# ---- block 1 ----
==> block_1/class_map.png <==
Fill, decap, tap and diode cells in gray.
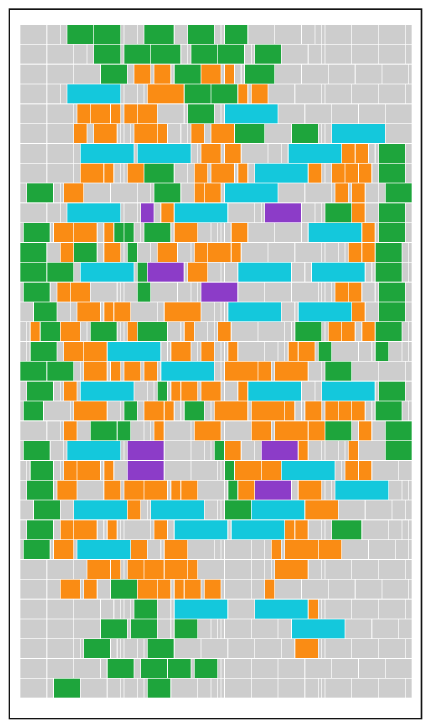

`config.mk`:
```
export PLATFORM = sky130hd
export DESIGN_NAME = io_bus_arbiter
export DESIGN_NICKNAME = d
export VERILOG_FILES = /design/src/rtl/io_bus_arbiter.sv
export SDC_FILE = /design/constraint.sdc
export NUM_CORES = 1
export LEC_CHECK = 0
export CORE_ASPECT_RATIO = 1.75
export CORE_UTILIZATION = 33
export DETAILED_ROUTE_END_ITERATION = 8
export GPL_TIMING_DRIVEN = 0
export PLACE_DENSITY = 0.72
export SYNTH_ARGS = -nofsm -noshare
export SYNTH_HDL_FRONTEND = slang
export SYNTH_SLANG_ARGS = --single-unit
export TNS_END_PERCENT = 30
```
`constraint.sdc`:
```
create_clock -name i_clk -period 2.5 [get_ports i_clk]
set_clock_uncertainty 0.1 [all_clocks]
set_input_delay 0.5 -clock i_clk [delete_from_list [all_inputs] [get_ports i_clk]]
set_output_delay 0.5 -clock i_clk [all_outputs]
set_load 0.03 [all_outputs]
```
`src/rtl/io_bus_arbiter.sv`:
```
// io_bus_arbiter: round-robin arbiter sharing the 8-bit I/O bus between CPU (port 0) and debug loader (port 1).
// Each access runs SETUP -> STROBE -> HOLD. Defining IOARB_WAIT_EN adds the i_ioWaitN wait-state input with timeout.
module io_bus_arbiter #(
    parameter int STROBE_CYCLES = 2
`ifdef IOARB_WAIT_EN
    ,
    parameter int TIMEOUT_CYCLES = 64
`endif
) (
    input  logic        i_clk,
    input  logic        i_reset,
    input  logic [1:0]  i_reqValid,
    input  logic [1:0]  i_reqWrite,
    input  logic [15:0] i_reqAddr,
    input  logic [15:0] i_reqWdata,
    output logic [1:0]  o_reqReady,
    output logic [1:0]  o_respValid,
    output logic [7:0]  o_respRdata,
    output logic        o_respErr,
    output logic        o_ioSelect,
    output logic [7:0]  o_ioAddress,
    output logic        o_ioNOE,
    output logic        o_ioNWE,
    output logic [7:0]  o_bus,
    output logic        o_busNOE,
`ifdef IOARB_WAIT_EN
    input  logic        i_ioWaitN,
`endif
    input  logic [7:0]  i_bus
);
    typedef enum logic [1:0] {IDLE, SETUP, STROBE, HOLD} state_t;

    state_t     state, state_nx;
    logic       prio, gnt_port, port_q, write_q, err_q;
    logic       strobe_last, strobe_done, timed_out, active;
    logic [7:0] addr_q, wdata_q;
    logic [3:0] cnt;

    assign gnt_port    = &i_reqValid ? prio : i_reqValid[1];
    assign strobe_last = state == STROBE && cnt == 4'(STROBE_CYCLES - 1);

`ifdef IOARB_WAIT_EN
    logic [7:0] wcnt;
    assign timed_out   = !i_ioWaitN && wcnt == 8'(TIMEOUT_CYCLES);
    assign strobe_done = strobe_last && (i_ioWaitN || timed_out);

    // count extra STROBE cycles spent waiting past the nominal strobe length
    always_ff @(posedge i_clk)
        if (i_reset) wcnt <= '0;
        else         wcnt <= (strobe_last && !strobe_done) ? wcnt + 8'd1 : '0;
`else
    assign timed_out   = 1'b0;
    assign strobe_done = strobe_last;
`endif

    // state register
    always_ff @(posedge i_clk)
        state <= i_reset ? IDLE : state_nx;

    // next state plus the grant and completion pulses
    always_comb begin
        state_nx    = state;
        o_reqReady  = '0;
        o_respValid = '0;
        case (state)
            IDLE: if (|i_reqValid) begin
                state_nx   = SETUP;
                o_reqReady = i_reset ? 2'b00 : gnt_port ? 2'b10 : 2'b01;
            end
            SETUP:   state_nx = STROBE;
            STROBE:  if (strobe_done) state_nx = HOLD;
            HOLD: begin
                state_nx    = IDLE;
                o_respValid = port_q ? 2'b10 : 2'b01;
            end
            default: state_nx = IDLE;
        endcase
    end

    assign active      = state != IDLE;
    assign o_ioSelect  = active;
    assign o_ioAddress = active ? addr_q : '0;
    assign o_ioNOE     = !(state == STROBE && !write_q);
    assign o_ioNWE     = !(state == STROBE && write_q);
    assign o_busNOE    = !(active && write_q);
    assign o_bus       = (active && write_q) ? wdata_q : '0;
    assign o_respErr   = state == HOLD && err_q;

    // latch granted request, advance round-robin pointer, time the strobe, capture read data
    always_ff @(posedge i_clk)
        if (i_reset) begin
            prio        <= 1'b0;
            port_q      <= 1'b0;
            write_q     <= 1'b0;
            addr_q      <= '0;
            wdata_q     <= '0;
            cnt         <= '0;
            err_q       <= 1'b0;
            o_respRdata <= '0;
        end else begin
            if (state == IDLE && |i_reqValid) begin
                port_q  <= gnt_port;
                prio    <= !gnt_port;
                write_q <= i_reqWrite[gnt_port];
                addr_q  <= gnt_port ? i_reqAddr[15:8] : i_reqAddr[7:0];
                wdata_q <= gnt_port ? i_reqWdata[15:8] : i_reqWdata[7:0];
            end
            cnt <= (state == STROBE && !strobe_last) ? cnt + 4'd1 : (strobe_last && !strobe_done) ? cnt : '0;
            if (strobe_done) begin
                err_q <= timed_out;
                if (!write_q) o_respRdata <= timed_out ? 8'hFF : i_bus;
            end
        end
endmodule

```
# ---- block 2 ----
`src/rtl/morse_char_assembler_pkg.sv`:
```
// Shared definitions for the Morse decode chain. The symbol codes and ASCII
// constants live here so the dit/dah decoder and the character assembler use
// the same encoding.
package morse_char_assembler_pkg;

   // Symbol stream from the dit/dah decoder (3-bit codes).
   typedef enum logic [2:0] {
      SYM_WAIT  = 3'd0,
      SYM_DIT   = 3'd1,
      SYM_DAH   = 3'd2,
      SYM_GAP   = 3'd3,
      SYM_SPACE = 3'd4
   } sym_e;

   localparam logic [7:0] ASCII_SPACE   = 8'h20;
   localparam logic [7:0] ASCII_UNKNOWN = 8'h3F;

   localparam int MAX_SYMS_DEFAULT = 6;

   // Codes 5-7 are not defined upstream and are treated as idle.
   function automatic sym_e decode_sym(input logic [2:0] code);
      return (code <= 3'd4) ? sym_e'(code) : SYM_WAIT;
   endfunction

endpackage

```
`src/rtl/morse_lut.sv`:
```
// Morse pattern to ASCII translation. The first symbol received sits at bit
// len-1 of the pattern; a dah is 1 and a dit is 0. Unused upper pattern bits
// are zero by construction. Anything not in the table maps to '?'.
module morse_lut
   import morse_char_assembler_pkg::*;
#(
   parameter int MAX_SYMS = MAX_SYMS_DEFAULT
) (
   input  logic [MAX_SYMS-1:0] pattern,
   input  logic [2:0]          len,
   output logic [7:0]          ascii
);

   logic [5:0] p6;

   // Normalise the pattern to the six bits the table is written against.
   always_comb p6 = 6'(pattern);

   // Table lookup keyed first on length, then on the dit/dah pattern.
   // NOTE: ascii gets a default before the case so no path leaves it
   // unassigned; that keeps this purely combinational with no latch.
   always_comb begin
      ascii = ASCII_UNKNOWN;
      case (len)
         3'd1: case (p6)
            6'b000000: ascii = "E";
            6'b000001: ascii = "T";
            default:   ascii = ASCII_UNKNOWN;
         endcase
         3'd2: case (p6)
            6'b000000: ascii = "I";
            6'b000001: ascii = "A";
            6'b000010: ascii = "N";
            6'b000011: ascii = "M";
            default:   ascii = ASCII_UNKNOWN;
         endcase
         3'd3: case (p6)
            6'b000000: ascii = "S";
            6'b000001: ascii = "U";
            6'b000010: ascii = "R";
            6'b000011: ascii = "W";
            6'b000100: ascii = "D";
            6'b000101: ascii = "K";
            6'b000110: ascii = "G";
            6'b000111: ascii = "O";
            default:   ascii = ASCII_UNKNOWN;
         endcase
         3'd4: case (p6)
            6'b000000: ascii = "H";
            6'b000001: ascii = "V";
            6'b000010: ascii = "F";
            6'b000100: ascii = "L";
            6'b000110: ascii = "P";
            6'b000111: ascii = "J";
            6'b001000: ascii = "B";
            6'b001001: ascii = "X";
            6'b001010: ascii = "C";
            6'b001011: ascii = "Y";
            6'b001100: ascii = "Z";
            6'b001101: ascii = "Q";
            default:   ascii = ASCII_UNKNOWN;
         endcase
         3'd5: case (p6)
            6'b011111: ascii = "0";
            6'b001111: ascii = "1";
            6'b000111: ascii = "2";
            6'b000011: ascii = "3";
            6'b000001: ascii = "4";
            6'b000000: ascii = "5";
            6'b010000: ascii = "6";
            6'b011000: ascii = "7";
            6'b011100: ascii = "8";
            6'b011110: ascii = "9";
            default:   ascii = ASCII_UNKNOWN;
         endcase
         3'd6: case (p6)
            6'b010101: ascii = ".";
            6'b110011: ascii = ",";
            6'b001100: ascii = "?";
            default:   ascii = ASCII_UNKNOWN;
         endcase
         default: ascii = ASCII_UNKNOWN;
      endcase
   end

endmodule

```
`src/rtl/morse_char_assembler.sv`:
```
// Collects dits and dahs from the symbol stream into a pattern, translates
// it to ASCII on GAP or SPACE, adds a space character at word ends, and
// hands the characters out through a small valid/ready FIFO.
module morse_char_assembler
   import morse_char_assembler_pkg::*;
#(
   parameter int MAX_SYMS   = MAX_SYMS_DEFAULT,
   parameter int FIFO_DEPTH = 4
) (
   input  logic       clk,
   input  logic       rst_n,
   input  logic [2:0] ditsdahs,
   output logic [7:0] char_data,
   output logic       char_valid,
   input  logic       char_ready,
   output logic [2:0] sym_count,
   output logic       overflow
);

   localparam int         AW    = $clog2(FIFO_DEPTH);
   localparam int         CW    = AW + 1;
   localparam logic [2:0] SYM_MAX = 3'(MAX_SYMS);

   sym_e                sym;
   logic [MAX_SYMS-1:0] pattern;
   logic                too_long;
   logic                pending_space;
   logic [7:0]          lut_ascii;
   logic [7:0]          char_code;

   logic                push_req;
   logic [7:0]          push_data;
   logic                do_push;
   logic                pop;
   logic                full;

   logic [7:0]          mem [FIFO_DEPTH];
   logic [AW-1:0]       wr_ptr;
   logic [AW-1:0]       rd_ptr;
   logic [CW-1:0]       count;

   morse_lut #(.MAX_SYMS(MAX_SYMS)) u_lut (
      .pattern (pattern),
      .len     (sym_count),
      .ascii   (lut_ascii)
   );

   // Map the raw input code onto the symbol set, undefined codes are idle.
   always_comb sym = decode_sym(ditsdahs);

   // Finished character: overlong input always reads as unknown.
   always_comb char_code = too_long ? ASCII_UNKNOWN : lut_ascii;

   // Decide what, if anything, enters the FIFO this cycle. A deferred word
   // space always owns the cycle; in that cycle sym_count is zero, so a
   // GAP or SPACE there cannot also produce a character.
   always_comb begin
      push_req  = 1'b0;
      push_data = ASCII_SPACE;
      if (pending_space) begin
         push_req  = 1'b1;
         push_data = ASCII_SPACE;
      end else if (sym == SYM_GAP || sym == SYM_SPACE) begin
         if (sym_count != 3'd0) begin
            push_req  = 1'b1;
            push_data = char_code;
         end else if (sym == SYM_SPACE) begin
            push_req  = 1'b1;
            push_data = ASCII_SPACE;
         end
      end
   end

   always_comb begin
      char_valid = (count != '0);
      full       = (count == CW'(FIFO_DEPTH));
      pop        = char_valid && char_ready;
      do_push    = push_req && (!full || pop);
      char_data  = char_valid ? mem[rd_ptr] : 8'h00;
   end

   // Pattern accumulation and character boundary handling.
   // NOTE: sequential state uses non-blocking assignments so every register
   // samples the pre-edge values, regardless of statement order.
   always_ff @(posedge clk or negedge rst_n) begin
      if (!rst_n) begin
         pattern       <= '0;
         sym_count     <= 3'd0;
         too_long      <= 1'b0;
         pending_space <= 1'b0;
      end else begin
         case (sym)
            SYM_DIT, SYM_DAH: begin
               if (sym_count == SYM_MAX) begin
                  too_long <= 1'b1;
               end else begin
                  pattern   <= {pattern[MAX_SYMS-2:0], (sym == SYM_DAH)};
                  sym_count <= sym_count + 3'd1;
               end
            end
            SYM_GAP, SYM_SPACE: begin
               if (sym_count != 3'd0) begin
                  pattern   <= '0;
                  sym_count <= 3'd0;
                  too_long  <= 1'b0;
               end
            end
            default: ;
         endcase
         // A space is deferred one cycle when the same edge already carries
         // a character or an earlier deferred space.
         pending_space <= (sym == SYM_SPACE) &&
                          ((sym_count != 3'd0) || pending_space);
      end
   end

   // FIFO pointers, occupancy and the sticky drop flag.
   always_ff @(posedge clk or negedge rst_n) begin
      if (!rst_n) begin
         wr_ptr   <= '0;
         rd_ptr   <= '0;
         count    <= '0;
         overflow <= 1'b0;
      end else begin
         if (do_push) wr_ptr <= wr_ptr + AW'(1);
         if (pop)     rd_ptr <= rd_ptr + AW'(1);
         case ({do_push, pop})
            2'b10:   count <= count + CW'(1);
            2'b01:   count <= count - CW'(1);
            default: ;
         endcase
         if (push_req && full && !pop) overflow <= 1'b1;
      end
   end

   // FIFO storage.
   // NOTE: the memory array has no reset; emptiness is tracked by count and
   // char_data is forced to zero while the FIFO is empty.
   always_ff @(posedge clk) begin
      if (do_push) mem[wr_ptr] <= push_data;
   end

endmodule

```
`config.mk`:
```
export PLATFORM = sky130hd
export DESIGN_NAME = morse_char_assembler
export DESIGN_NICKNAME = d
export VERILOG_FILES = /design/src/rtl/morse_char_assembler_pkg.sv /design/src/rtl/morse_lut.sv /design/src/rtl/morse_char_assembler.sv
export SDC_FILE = /design/constraint.sdc
export NUM_CORES = 1
export LEC_CHECK = 0
export CAP_MARGIN = 20
export CORE_MARGIN = 10
export CORE_UTILIZATION = 35
export DETAILED_ROUTE_END_ITERATION = 8
export PLACE_DENSITY_LB_ADDON = 0.2
export SLEW_MARGIN = 20
export SYNTH_ARGS = -nofsm -noshare
export SYNTH_HDL_FRONTEND = slang
export SYNTH_SLANG_ARGS = --single-unit
export TNS_END_PERCENT = 10
```
`constraint.sdc`:
```
create_clock -name clk -period 2.6 [get_ports clk]
set_input_delay 0.52 -clock clk [delete_from_list [all_inputs] [get_ports clk]]
set_output_delay 0.52 -clock clk [all_outputs]
set_load 0.05 [all_outputs]
```
# ---- block 3 ----
--- src/rtl/ptw_helper_pkg.sv ---
// rtl/ptw_helper_pkg.sv - shared types and widths for the page-table-walk helper front-end
//
// Contents:
//   ptw_state_e : walk sequencer states (IDLE -> ISSUE -> WAIT -> RESP)
//   PTE_W, LEVEL_W, PF_W : widths of the helper result fields
//   SATP_W      : width of satp and of the zero-extended VPN toward the helper
//   CNT_W       : width of the wrap-around statistics counters
package ptw_helper_pkg;

  localparam int PTE_W   = 64;
  localparam int LEVEL_W = 8;
  localparam int PF_W    = 8;
  localparam int SATP_W  = 64;
  localparam int CNT_W   = 32;

  typedef enum logic [1:0] {
    IDLE  = 2'd0,
    ISSUE = 2'd1,
    WAIT  = 2'd2,
    RESP  = 2'd3
  } ptw_state_e;

endpackage

--- src/rtl/ptw_helper_frontend_rr_arbiter.sv ---
// rtl/ptw_helper_frontend_rr_arbiter.sv - combinational round-robin arbiter
//
// Ports:
//   req    in  N      request vector
//   ptr    in  IDX_W  highest-priority index this cycle (held by the parent)
//   enable in  1      when low no grant is issued
//   grant  out N      one-hot grant (all zero when nothing wins)
//   index  out IDX_W  encoded index of the winner
module rr_arbiter #(
  parameter int N     = 2,
  parameter int IDX_W = (N > 1) ? $clog2(N) : 1
) (
  input  logic [N-1:0]     req,
  input  logic [IDX_W-1:0] ptr,
  input  logic             enable,
  output logic [N-1:0]     grant,
  output logic [IDX_W-1:0] index
);

  localparam int SUM_W = IDX_W + 1;

  logic [2*N-1:0]   req_dbl;
  logic [N-1:0]     req_rot;
  logic             found;
  logic [SUM_W-1:0] offset;
  logic [SUM_W-1:0] sum;

  // Rotate the request vector so that bit 0 is the client at ptr; the first
  // set bit of the rotated vector is then the offset of the winner from ptr.
  assign req_dbl = {req, req};
  assign req_rot = N'(req_dbl >> ptr);

  always_comb begin
    found  = 1'b0;
    offset = '0;
    for (int k = 0; k < N; k++) begin
      if (!found && req_rot[k]) begin
        found  = 1'b1;
        offset = SUM_W'(k);
      end
    end
  end

  // Undo the rotation: (ptr + offset) mod N without a divider.
  assign sum   = {1'b0, ptr} + offset;
  assign index = (sum >= SUM_W'(N)) ? IDX_W'(sum - SUM_W'(N)) : IDX_W'(sum);

  always_comb begin
    grant = '0;
    for (int i = 0; i < N; i++) begin
      grant[i] = enable && found && (index == IDX_W'(i));
    end
  end

endmodule

--- src/rtl/ptw_helper_frontend.sv ---
// rtl/ptw_helper_frontend.sv - arbitrated request front-end for the DPI page-table-walk helper
//
// Ports:
//   clock, reset                  clock and asynchronous active-high reset
//   req_valid/req_ready           per-client request handshake (one ready at most)
//   req_satp, req_vpn             flattened per-client satp / VPN, client i at slice i
//   flush                         abort the walk in flight, drop any pending response
//   helper_enable                 one-cycle strobe to the helper
//   helper_satp, helper_vpn       latched request toward the helper (VPN zero-extended)
//   helper_pte/level/pf           helper results, valid the cycle after the strobe
//   resp_valid/resp_ready         response handshake
//   resp_id, resp_pte, resp_level captured result tagged with the requesting client
//   resp_pf                       OR of the captured page-fault code
//   req_count, pf_count           wrap-around accepted-request / delivered-fault counters
module ptw_helper_frontend
  import ptw_helper_pkg::*;
#(
  parameter int N_CLIENTS = 2,
  parameter int ID_W      = (N_CLIENTS > 1) ? $clog2(N_CLIENTS) : 1,
  parameter int VPN_W     = 27
) (
  input  logic                       clock,
  input  logic                       reset,
  input  logic [N_CLIENTS-1:0]       req_valid,
  output logic [N_CLIENTS-1:0]       req_ready,
  input  logic [64*N_CLIENTS-1:0]    req_satp,
  input  logic [VPN_W*N_CLIENTS-1:0] req_vpn,
  input  logic                       flush,
  output logic                       helper_enable,
  output logic [SATP_W-1:0]          helper_satp,
  output logic [SATP_W-1:0]          helper_vpn,
  input  logic [PTE_W-1:0]           helper_pte,
  input  logic [LEVEL_W-1:0]         helper_level,
  input  logic [PF_W-1:0]            helper_pf,
  output logic                       resp_valid,
  input  logic                       resp_ready,
  output logic [ID_W-1:0]            resp_id,
  output logic [PTE_W-1:0]           resp_pte,
  output logic [LEVEL_W-1:0]         resp_level,
  output logic                       resp_pf,
  output logic [CNT_W-1:0]           req_count,
  output logic [CNT_W-1:0]           pf_count
);

  ptw_state_e state_q, state_d;

  logic [ID_W-1:0]      rr_ptr_q;
  logic [ID_W-1:0]      win_idx;
  logic [ID_W-1:0]      ptr_next;
  logic [N_CLIENTS-1:0] grant;
  logic                 arb_en;
  logic                 req_fire;
  logic                 resp_fire;

  logic [SATP_W-1:0]    sel_satp;
  logic [VPN_W-1:0]     sel_vpn;

  logic [SATP_W-1:0]    satp_q;
  logic [VPN_W-1:0]     vpn_q;
  logic [ID_W-1:0]      id_q;
  logic [PTE_W-1:0]     pte_q;
  logic [LEVEL_W-1:0]   level_q;
  logic                 pf_q;
  logic [CNT_W-1:0]     req_cnt_q;
  logic [CNT_W-1:0]     pf_cnt_q;

  // Requests are only offered while idle; flush wins over a same-cycle grant.
  assign arb_en = (state_q == IDLE) && !flush;

  rr_arbiter #(
    .N     (N_CLIENTS),
    .IDX_W (ID_W)
  ) u_arb (
    .req    (req_valid),
    .ptr    (rr_ptr_q),
    .enable (arb_en),
    .grant  (grant),
    .index  (win_idx)
  );

  assign req_ready = grant;
  assign req_fire  = |grant;
  assign resp_fire = (state_q == RESP) && resp_ready && !flush;
  assign ptr_next  = (win_idx == ID_W'(N_CLIENTS - 1)) ? '0 : win_idx + 1'b1;

  always_comb begin
    sel_satp = '0;
    sel_vpn  = '0;
    for (int i = 0; i < N_CLIENTS; i++) begin
      if (grant[i]) begin
        sel_satp = req_satp[64*i +: 64];
        sel_vpn  = req_vpn[VPN_W*i +: VPN_W];
      end
    end
  end

  always_ff @(posedge clock or posedge reset) begin
    if (reset) begin
      state_q <= IDLE;
    end else begin
      state_q <= state_d;
    end
  end

  always_comb begin
    state_d       = state_q;
    helper_enable = 1'b0;
    resp_valid    = 1'b0;
    case (state_q)
      IDLE: begin
        if (req_fire) state_d = ISSUE;
      end
      ISSUE: begin
        helper_enable = 1'b1;
        state_d       = WAIT;
      end
      WAIT: begin
        state_d = RESP;
      end
      RESP: begin
        resp_valid = 1'b1;
        if (resp_ready) state_d = IDLE;
      end
      default: state_d = IDLE;
    endcase
    if (flush) state_d = IDLE;
  end

  always_ff @(posedge clock or posedge reset) begin
    if (reset) begin
      rr_ptr_q  <= '0;
      satp_q    <= '0;
      vpn_q     <= '0;
      id_q      <= '0;
      pte_q     <= '0;
      level_q   <= '0;
      pf_q      <= 1'b0;
      req_cnt_q <= '0;
      pf_cnt_q  <= '0;
    end else begin
      if (req_fire) begin
        satp_q    <= sel_satp;
        vpn_q     <= sel_vpn;
        id_q      <= win_idx;
        rr_ptr_q  <= ptr_next;
        req_cnt_q <= req_cnt_q + CNT_W'(1);
      end
      // The helper registers its result on the enable edge, so WAIT is the
      // first cycle in which pte/level/pf belong to this walk.
      if ((state_q == WAIT) && !flush) begin
        pte_q   <= helper_pte;
        level_q <= helper_level;
        pf_q    <= |helper_pf;
      end
      if (resp_fire && pf_q) begin
        pf_cnt_q <= pf_cnt_q + CNT_W'(1);
      end
    end
  end

  assign helper_satp = satp_q;
  assign helper_vpn  = SATP_W'(vpn_q);
  assign resp_id     = id_q;
  assign resp_pte    = pte_q;
  assign resp_level  = level_q;
  assign resp_pf     = pf_q;
  assign req_count   = req_cnt_q;
  assign pf_count    = pf_cnt_q;

endmodule
--- config.mk ---
export PLATFORM = sky130hd
export DESIGN_NAME = ptw_helper_frontend
export DESIGN_NICKNAME = d
export VERILOG_FILES = /design/src/rtl/ptw_helper_pkg.sv /design/src/rtl/ptw_helper_frontend_rr_arbiter.sv /design/src/rtl/ptw_helper_frontend.sv
export SDC_FILE = /design/constraint.sdc
export NUM_CORES = 1
export LEC_CHECK = 0
export ABC_AREA = 1
export CORE_AREA = 2 2 207 209
export CTS_CLUSTER_SIZE = 16
export DETAILED_ROUTE_END_ITERATION = 12
export DIE_AREA = 0 0 209 211
export GPL_TIMING_DRIVEN = 1
export HOLD_SLACK_MARGIN = 0.12
export PLACE_DENSITY = 0.61
export SLEW_MARGIN = 10
export SYNTH_ARGS = -nofsm -noshare
export SYNTH_HDL_FRONTEND = slang
export SYNTH_SLANG_ARGS = --single-unit
--- constraint.sdc ---
create_clock -name clock -period 6.8 [get_ports clock]
set_clock_uncertainty 0.15 [all_clocks]
set_input_delay 0.68 -clock clock [delete_from_list [all_inputs] [get_ports clock]]
set_output_delay 0.68 -clock clock [all_outputs]
set_load 0.02 [all_outputs]
# ---- block 4 ----
**src/rtl/imem_loader_pkg.sv**
```systemverilog
// Shared types and constants for the instruction-memory loader.
package imem_loader_pkg;

  typedef enum logic [1:0] {
    ST_IDLE    = 2'd0,
    ST_COLLECT = 2'd1,
    ST_WRITE   = 2'd2,
    ST_DONE    = 2'd3
  } loader_state_e;

  localparam int IMEM_DEPTH = 4096;
  localparam int WORD_BYTES = 4;
  localparam int WORD_BITS  = 8 * WORD_BYTES;
  localparam int IDX_W      = $clog2(WORD_BYTES);

endpackage

```
**src/rtl/imem_word_packer.sv**
```systemverilog
// Assembles little-endian bytes into one instruction word; word_full_o is
// high for the single cycle after the last byte of a word was taken.
module imem_word_packer
  import imem_loader_pkg::*;
(
  input  logic                 clk_i,
  input  logic                 rst_ni,
  input  logic                 clear_i,
  input  logic                 accept_i,
  input  logic [7:0]           byte_i,
  output logic                 last_byte_o,
  output logic                 word_full_o,
  output logic [WORD_BITS-1:0] word_o
);

  logic [IDX_W-1:0] idx_q, idx_d;
  logic             word_full_q, word_full_d;

  always_comb begin
    idx_d       = idx_q;
    word_full_d = 1'b0;
    if (clear_i) begin
      idx_d = '0;
    end else if (accept_i) begin
      idx_d       = idx_q + 1'b1;
      word_full_d = (idx_q == IDX_W'(WORD_BYTES - 1));
    end
  end

  always_ff @(posedge clk_i) begin
    if (!rst_ni) begin
      idx_q       <= '0;
      word_full_q <= 1'b0;
    end else begin
      idx_q       <= idx_d;
      word_full_q <= word_full_d;
    end
  end

  genvar gi;
  generate
    for (gi = 0; gi < WORD_BYTES; gi++) begin : g_lane
      logic [7:0] lane_q;
      always_ff @(posedge clk_i) begin
        if (!rst_ni) begin
          lane_q <= '0;
        end else if (accept_i && !clear_i && (idx_q == IDX_W'(gi))) begin
          lane_q <= byte_i;
        end
      end
      assign word_o[8*gi +: 8] = lane_q;
    end
  endgenerate

  assign last_byte_o = (idx_q == IDX_W'(WORD_BYTES - 1));
  assign word_full_o = word_full_q;

endmodule

```
**src/rtl/imem_loader.sv**
```systemverilog
// Streams bytes from an upstream source into instruction memory, one word
// write per four accepted bytes, while holding the core in reset via busy.
module imem_loader
  import imem_loader_pkg::*;
#(
  parameter int DATA_WIDTH = 32,
  parameter int ADDR_WIDTH = 12,
  parameter int MEM_DEPTH  = IMEM_DEPTH
) (
  input  logic                  clock,
  input  logic                  reset,
  input  logic                  start,
  input  logic [ADDR_WIDTH-2:0] num_words,
  input  logic                  byte_valid,
  input  logic [7:0]            byte_data,
  output logic                  byte_ready,
  output logic                  writeEnable,
  output logic [ADDR_WIDTH-1:0] writeAddress,
  output logic [DATA_WIDTH-1:0] writeData,
  output logic                  busy,
  output logic                  done,
  output logic                  error
);

  localparam int CW = ADDR_WIDTH - 1;

  loader_state_e         state_q, state_d;
  logic [CW-1:0]         count_q, count_d, count_inc;
  logic [CW-1:0]         num_q, num_d;
  logic                  error_q, error_d;
  logic [ADDR_WIDTH-1:0] waddr_q, waddr_d, addr_now;
  logic [WORD_BITS-1:0]  wdata_q, wdata_d, word;
  logic                  clear, accept, last_byte, word_full, too_big;
  logic                  in_write;

  assign accept    = byte_valid && (state_q == ST_COLLECT);
  assign in_write  = (state_q == ST_WRITE);
  assign addr_now  = {count_q[ADDR_WIDTH-3:0], 2'b00};
  assign count_inc = count_q + CW'(1);
  assign too_big   = (int'(num_words) * WORD_BYTES) > MEM_DEPTH;

  imem_word_packer u_packer (
    .clk_i       (clock),
    .rst_ni      (reset),
    .clear_i     (clear),
    .accept_i    (accept),
    .byte_i      (byte_data),
    .last_byte_o (last_byte),
    .word_full_o (word_full),
    .word_o      (word)
  );

  always_comb begin
    state_d = state_q;
    count_d = count_q;
    num_d   = num_q;
    error_d = error_q;
    waddr_d = waddr_q;
    wdata_d = wdata_q;
    clear   = 1'b0;
    case (state_q)
      ST_IDLE, ST_DONE: begin
        if (start) begin
          num_d   = num_words;
          count_d = '0;
          error_d = 1'b0;
          clear   = 1'b1;
          if (num_words == '0) begin
            state_d = ST_DONE;
          end else if (too_big) begin
            error_d = 1'b1;
            state_d = ST_DONE;
          end else begin
            state_d = ST_COLLECT;
          end
        end
      end
      ST_COLLECT: begin
        if (accept && last_byte) state_d = ST_WRITE;
      end
      ST_WRITE: begin
        waddr_d = addr_now;
        wdata_d = word;
        count_d = count_inc;
        state_d = (count_inc == num_q) ? ST_DONE : ST_COLLECT;
      end
      default: state_d = ST_IDLE;
    endcase
  end

  always_ff @(posedge clock) begin
    if (!reset) begin
      state_q <= ST_IDLE;
      count_q <= '0;
      num_q   <= '0;
      error_q <= 1'b0;
      waddr_q <= '0;
      wdata_q <= '0;
    end else begin
      state_q <= state_d;
      count_q <= count_d;
      num_q   <= num_d;
      error_q <= error_d;
      waddr_q <= waddr_d;
      wdata_q <= wdata_d;
    end
  end

  // Reset gates the strobe combinationally so a write in flight is dropped.
  assign writeEnable  = in_write && word_full && reset;
  assign writeAddress = in_write ? addr_now : waddr_q;
  assign writeData    = DATA_WIDTH'(in_write ? word : wdata_q);
  assign byte_ready   = (state_q == ST_COLLECT);
  assign busy         = (state_q == ST_COLLECT) || in_write;
  assign done         = (state_q == ST_DONE);
  assign error        = error_q;

endmodule

```
**config.mk**
```make
export PLATFORM = sky130hd
export DESIGN_NAME = imem_loader
export DESIGN_NICKNAME = d
export VERILOG_FILES = /design/src/rtl/imem_loader_pkg.sv /design/src/rtl/imem_word_packer.sv /design/src/rtl/imem_loader.sv
export SDC_FILE = /design/constraint.sdc
export NUM_CORES = 1
export LEC_CHECK = 0
export CORE_ASPECT_RATIO = 1.1
export CORE_MARGIN = 2
export CORE_UTILIZATION = 54
export DETAILED_ROUTE_END_ITERATION = 8
export MAX_ROUTING_LAYER = met4
export PLACE_DENSITY = 0.88
export SYNTH_ARGS = -nofsm -noshare
export SYNTH_HDL_FRONTEND = slang
export SYNTH_SLANG_ARGS = --single-unit
```
**constraint.sdc**
```tcl
create_clock -name clock -period 2.3 [get_ports clock]
set_input_delay 0.345 -clock clock [delete_from_list [all_inputs] [get_ports clock]]
set_output_delay 0.345 -clock clock [all_outputs]
set_load 0.03 [all_outputs]
```

==> screenshots <==
Routed metal, one color a layer.
shot_01.png
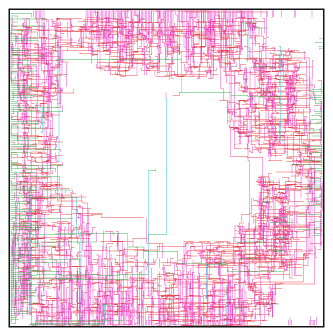
shot_02.png
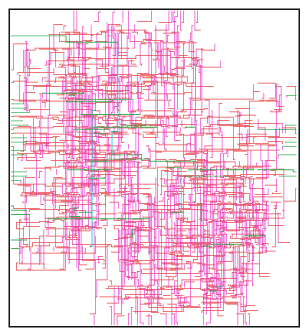
shot_03.png
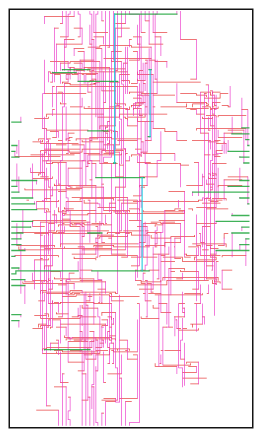
shot_04.png
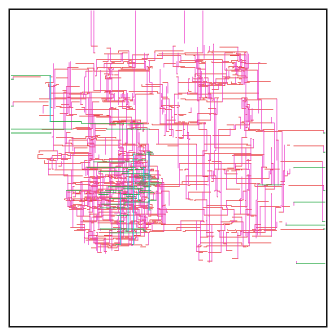
- least wire: shot_03.png
- most wire: shot_01.png
shot_01.png: block 3
shot_03.png: block 1
shot_02.png: block 4
shot_04.png: block 2

==> block_3/pinout.png <==
Pins as bars across the die edge, other pins in gray.
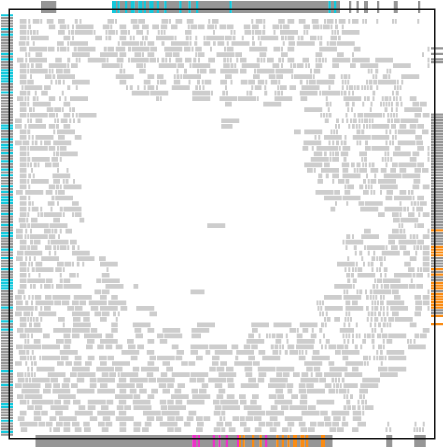
- cyan: `helper_satp` (pins 64; direction output; edge 45 west, 19 north)
- magenta: `helper_pf` (pins 8; direction input; edge south)
- orange: `req_count` (pins 32; direction output; edge 18 east, 14 south)
IO Port Bufs: 500
die height: 211 um
chip width: 209 um

==> results.cfg, block 3 <==
; synthesis and place-and-route metrics
[worst_setup_path]
crit_required_ns = 5.97
startpoint = state_q[0]$_DFFE_PP0P_
cp_max_fo = 26

[layout]
final_nets = 1936
largest_class = flip-flops and latches
regArea_um2 = 5810
comb_area_um2 = 4300
inverters_excl_clock = 64

[clock_network]
cts.path.max_buffers = 3

[power]
seq_power_mw = 2.18
pwr-share-clk_pct = 22.7
p_per_area_nw_per_um2 = 376
ir_worst_vdd_uv = 252

[job]
cap_viol_max_count = 0

[grt]
grt_pass1_vias = 9873
grt_use_met2_pct = 28.3

[place]
place_ws_ns = 3.29

[route]
drc = 0
vias = 9676
antenna_left = 0

[outcome]
status = finished, final reports clean

[sta]
max-slew-margin-rel_pct = 27.3

[synthesis]
fa_ha_area_share_pct = 0.817
logic_family = simple AND/OR/NAND/NOR gates
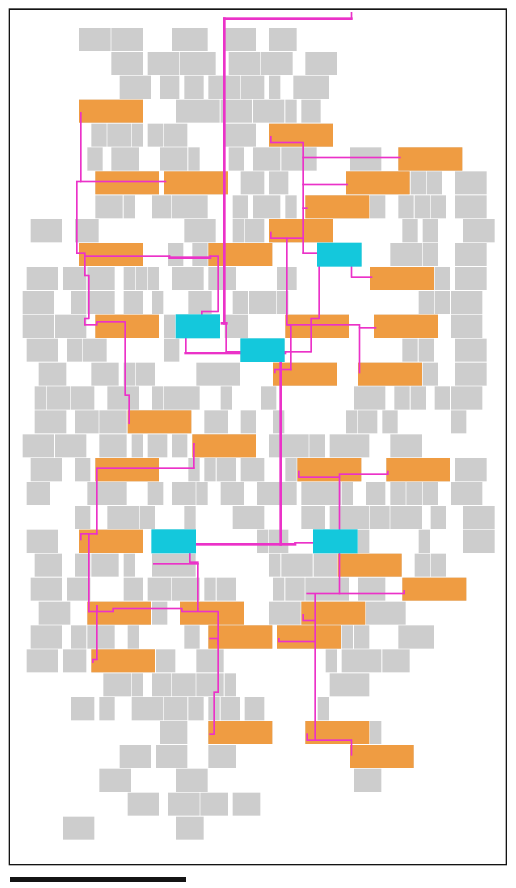
(block_1/clock_wires.png)
Bar = 20 um.
- orange: flip-flops (count 33)
- cyan: clock-net drivers (count 5)
- magenta: clock wires (length 440 um)
- routed clock nets: 6
clock share of power: 18.5%
Clk. pwr: 0.440 mW
Insertion Delay late pin: 0.28 ns

==> block_1/placed.png <==
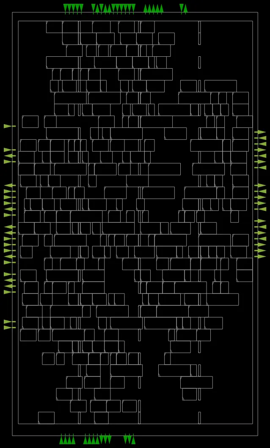
Core Util, Final: 53.4%
flip-flop and latch count: 33
tapcell count: 54

Notes on block_1/class_map.png above:
- orange: remaining logic cells (cells 156)
- purple: clock drivers and dummy loads (cells 8)
- cyan: registers (cells 33)
- green: remaining buffers and delay cells (cells 92)
core box area: 4980 um^2
fin area: 2660 um^2
Cell Rows: 34
fraction of area in registers: 24.9%

==> results.cfg, block 1 <==
; synthesis and place-and-route metrics
[route]
dr_wl_met3_um = 220
antenna_left = 0
routed-wl-met2_mm = 2.69
drt_iter0_drc = 37

[synthesis]
syn_area_per_cell_um2 = 8.30
simple_gate_share_pct = 27.7
ys_seq_share_pct = 38.7
logic_family = simple AND/OR/NAND/NOR gates
synth.top_cell.area_share_pct = 38.7

[outcome]
status = finished, final reports clean

[layout]
final_cells = 343
final_nets = 340
n_all_buffers = 92

[place]
place_ws_ns = -0.752
numPortBuffers = 77

[sta]
max_freq_ghz = 0.413
finalCriticalPeriod_ns = 2.42
report.final.slew_viol_count = 0

[die]
ioPinCount = 79
initCoreUtil_pct = 34.3

[grt]
grt_max_degree = 20
grt_pass1_vias = 1786
grt_use_met2_pct = 34.0

[power]
ir_worst_vdd_uv = 592
p_sw_share_pct = 41.2
p_int_mw = 1.39

[job]
warnings = 30
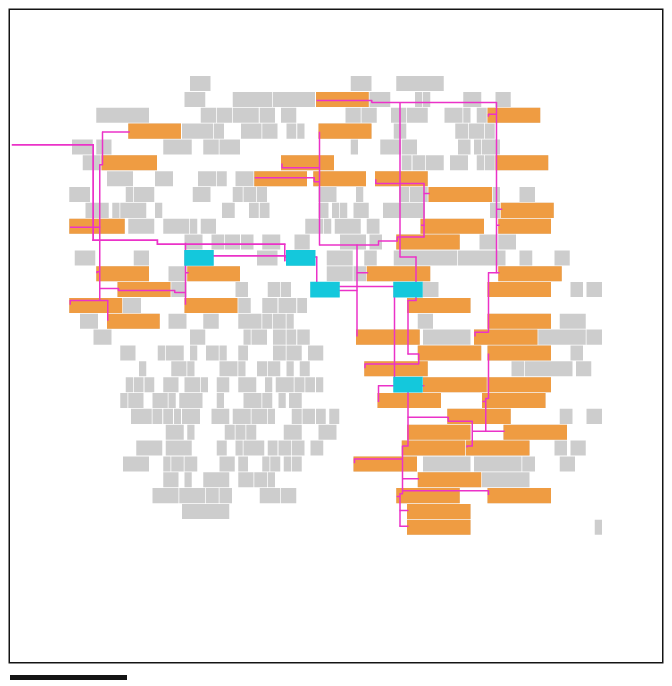
(block_2/clock_wires.png)
Bar = 20 um.
- cyan: clock-net drivers (count 5)
- magenta: clock wires (length 547 um)
- orange: flip-flops (count 47)
- routed clock nets: 6
clock share of power: 13.3%
Insertion Delay late pin: 0.30 ns
Clock Skews: 0.0136 ns
Clk. pwr: 0.544 mW

==> results.cfg, block 2 <==
; synthesis and place-and-route metrics
[layout]
final_layout_size_suffix_gt1_share_pct = 21.4
antenna_cells = 0
sh_comb_area_pct = 43.6

[power]
power_frac_seq_pct = 29.3
power_frac_comb_pct = 57.4
power.total_mw = 4.10

[route]
routed.top_layer = met4
post_drt_wl_per_cell_um = 16.6

[synthesis]
edf_count = 28
fa_ha_area_share_pct = 7.02
ys_seq_share_pct = 44.5
yosysWarnings = 0

[worst_setup_path]
arrival_ns = 2.64
crit_required_ns = 2.78

[place]
numPortBuffers = 17

[outcome]
status = finished, final reports clean

[sta]
rsz0062_at_grt = false

[grt]
grt_use_met3_pct = 2.36
==> block_4/placed.png <==
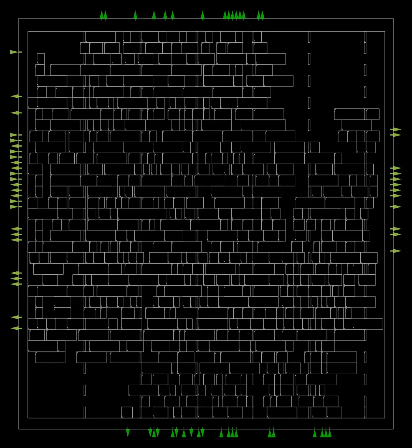
Fillers: 652
non-filler cells, final: 676
Core Util, Final: 66.4%
flip-flop and latch count: 104
Cell Rows: 35

==> results.cfg, block 4 <==
; synthesis and place-and-route metrics
[sta]
report.final.slew_viol_count = 0
final.period_utilization_pct = 97.9
tns_ns = 0
setup_violations = 0

[worst_setup_path]
timing.rr.end = state_q[1]$_SDFFE_PN0P_
cp_slowest_cell = dfxtp_1
r2r_start = count_q[1]$_SDFFE_PN0P_

[synthesis]
flop_cell = dfxtp_1
synth_nets = 526
fa_ha_area_share_pct = 2.43
xor_area_share_pct = 3.54
yosysWarnings = 0
ys_seq_share_pct = 45.0
edf_count = 0

[power]
seq_power_mw = 1.98
p_comb_mw = 1.17

[clock_network]
cts_tree = built
cts_buffers = 9
cts.path.max_buffers = 2

[min_path]
hold_depth = 2
whs_endpoint = error$_SDFFE_PN0P_
min_from = error$_SDFFE_PN0P_

[route]
drt_iter0_drc = 126

[place]
place_inst = 659

[layout]
largest_class = combinational gates
buf_share_pct = 12.9

[grt]
antenna_found_initial = 0
grt_use_met3_pct = 3.07

[job]
cap_viol_max_count = 0

[outcome]
status = finished, final reports clean


==> layout pictures side by side <==
Placed cells, one color a class.
Fill, decap, tap and diode cells in gray.
panel A
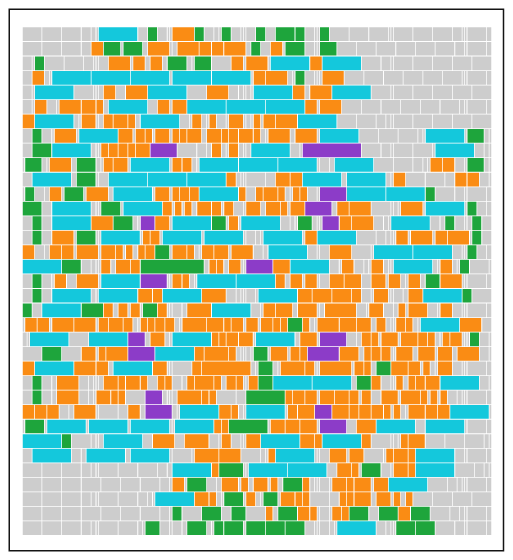
panel B
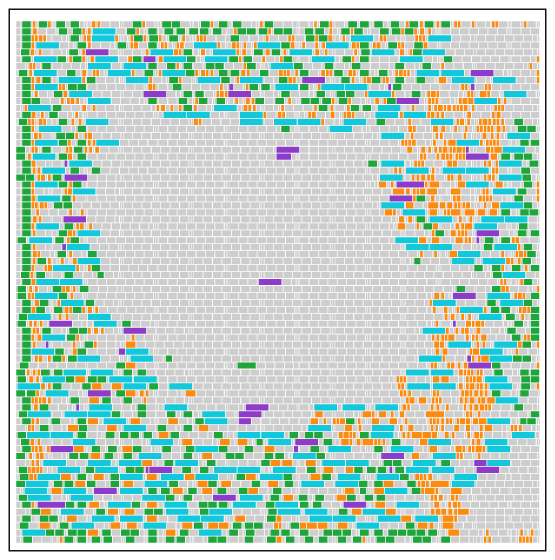
panel C
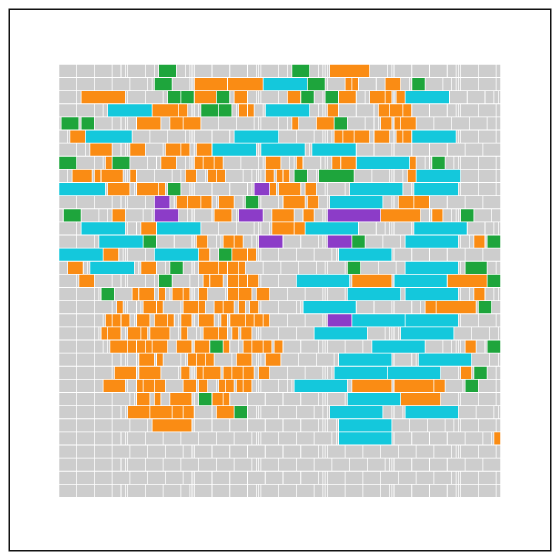
Panel B is block 3.
Panel A is block 4.
Panel C is block 2.
The one with the fewest sequential cells is panel C.
The one with the most cells is panel B.

Key to panel A:
- cyan: registers (cells 104)
- orange: remaining logic cells (cells 359)
- green: remaining buffers and delay cells (cells 86)
- purple: clock drivers and dummy loads (cells 16)


==> screenshots <==
Pin placement.
Pins as bars across the die edge, other pins in gray.
(a)
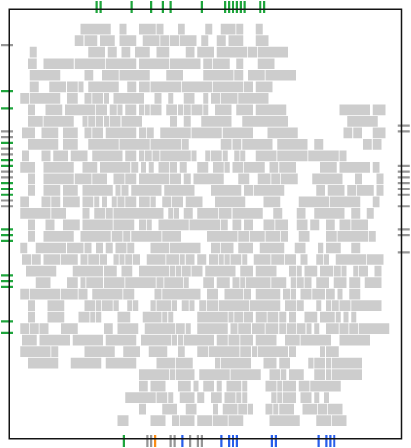
(b)
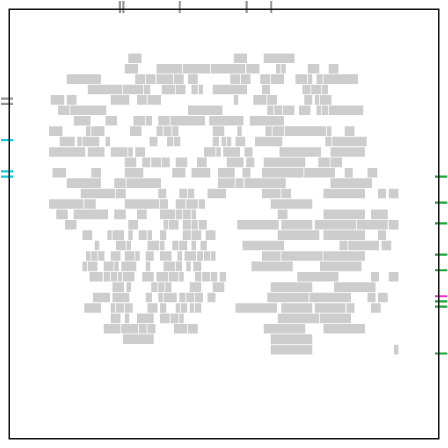
(c)
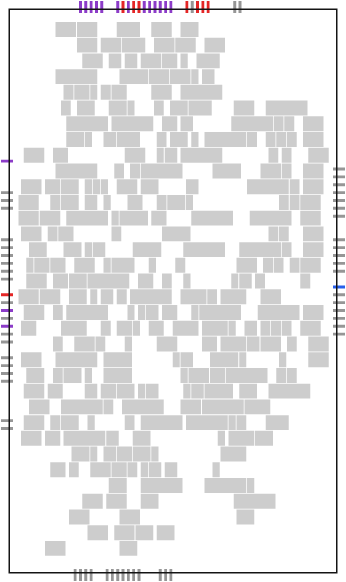
(b) comes from block 2.
(a) comes from block 4.
(c) comes from block 1.
- fewest pins: (b)

Power and IR drop assume default switching activity.
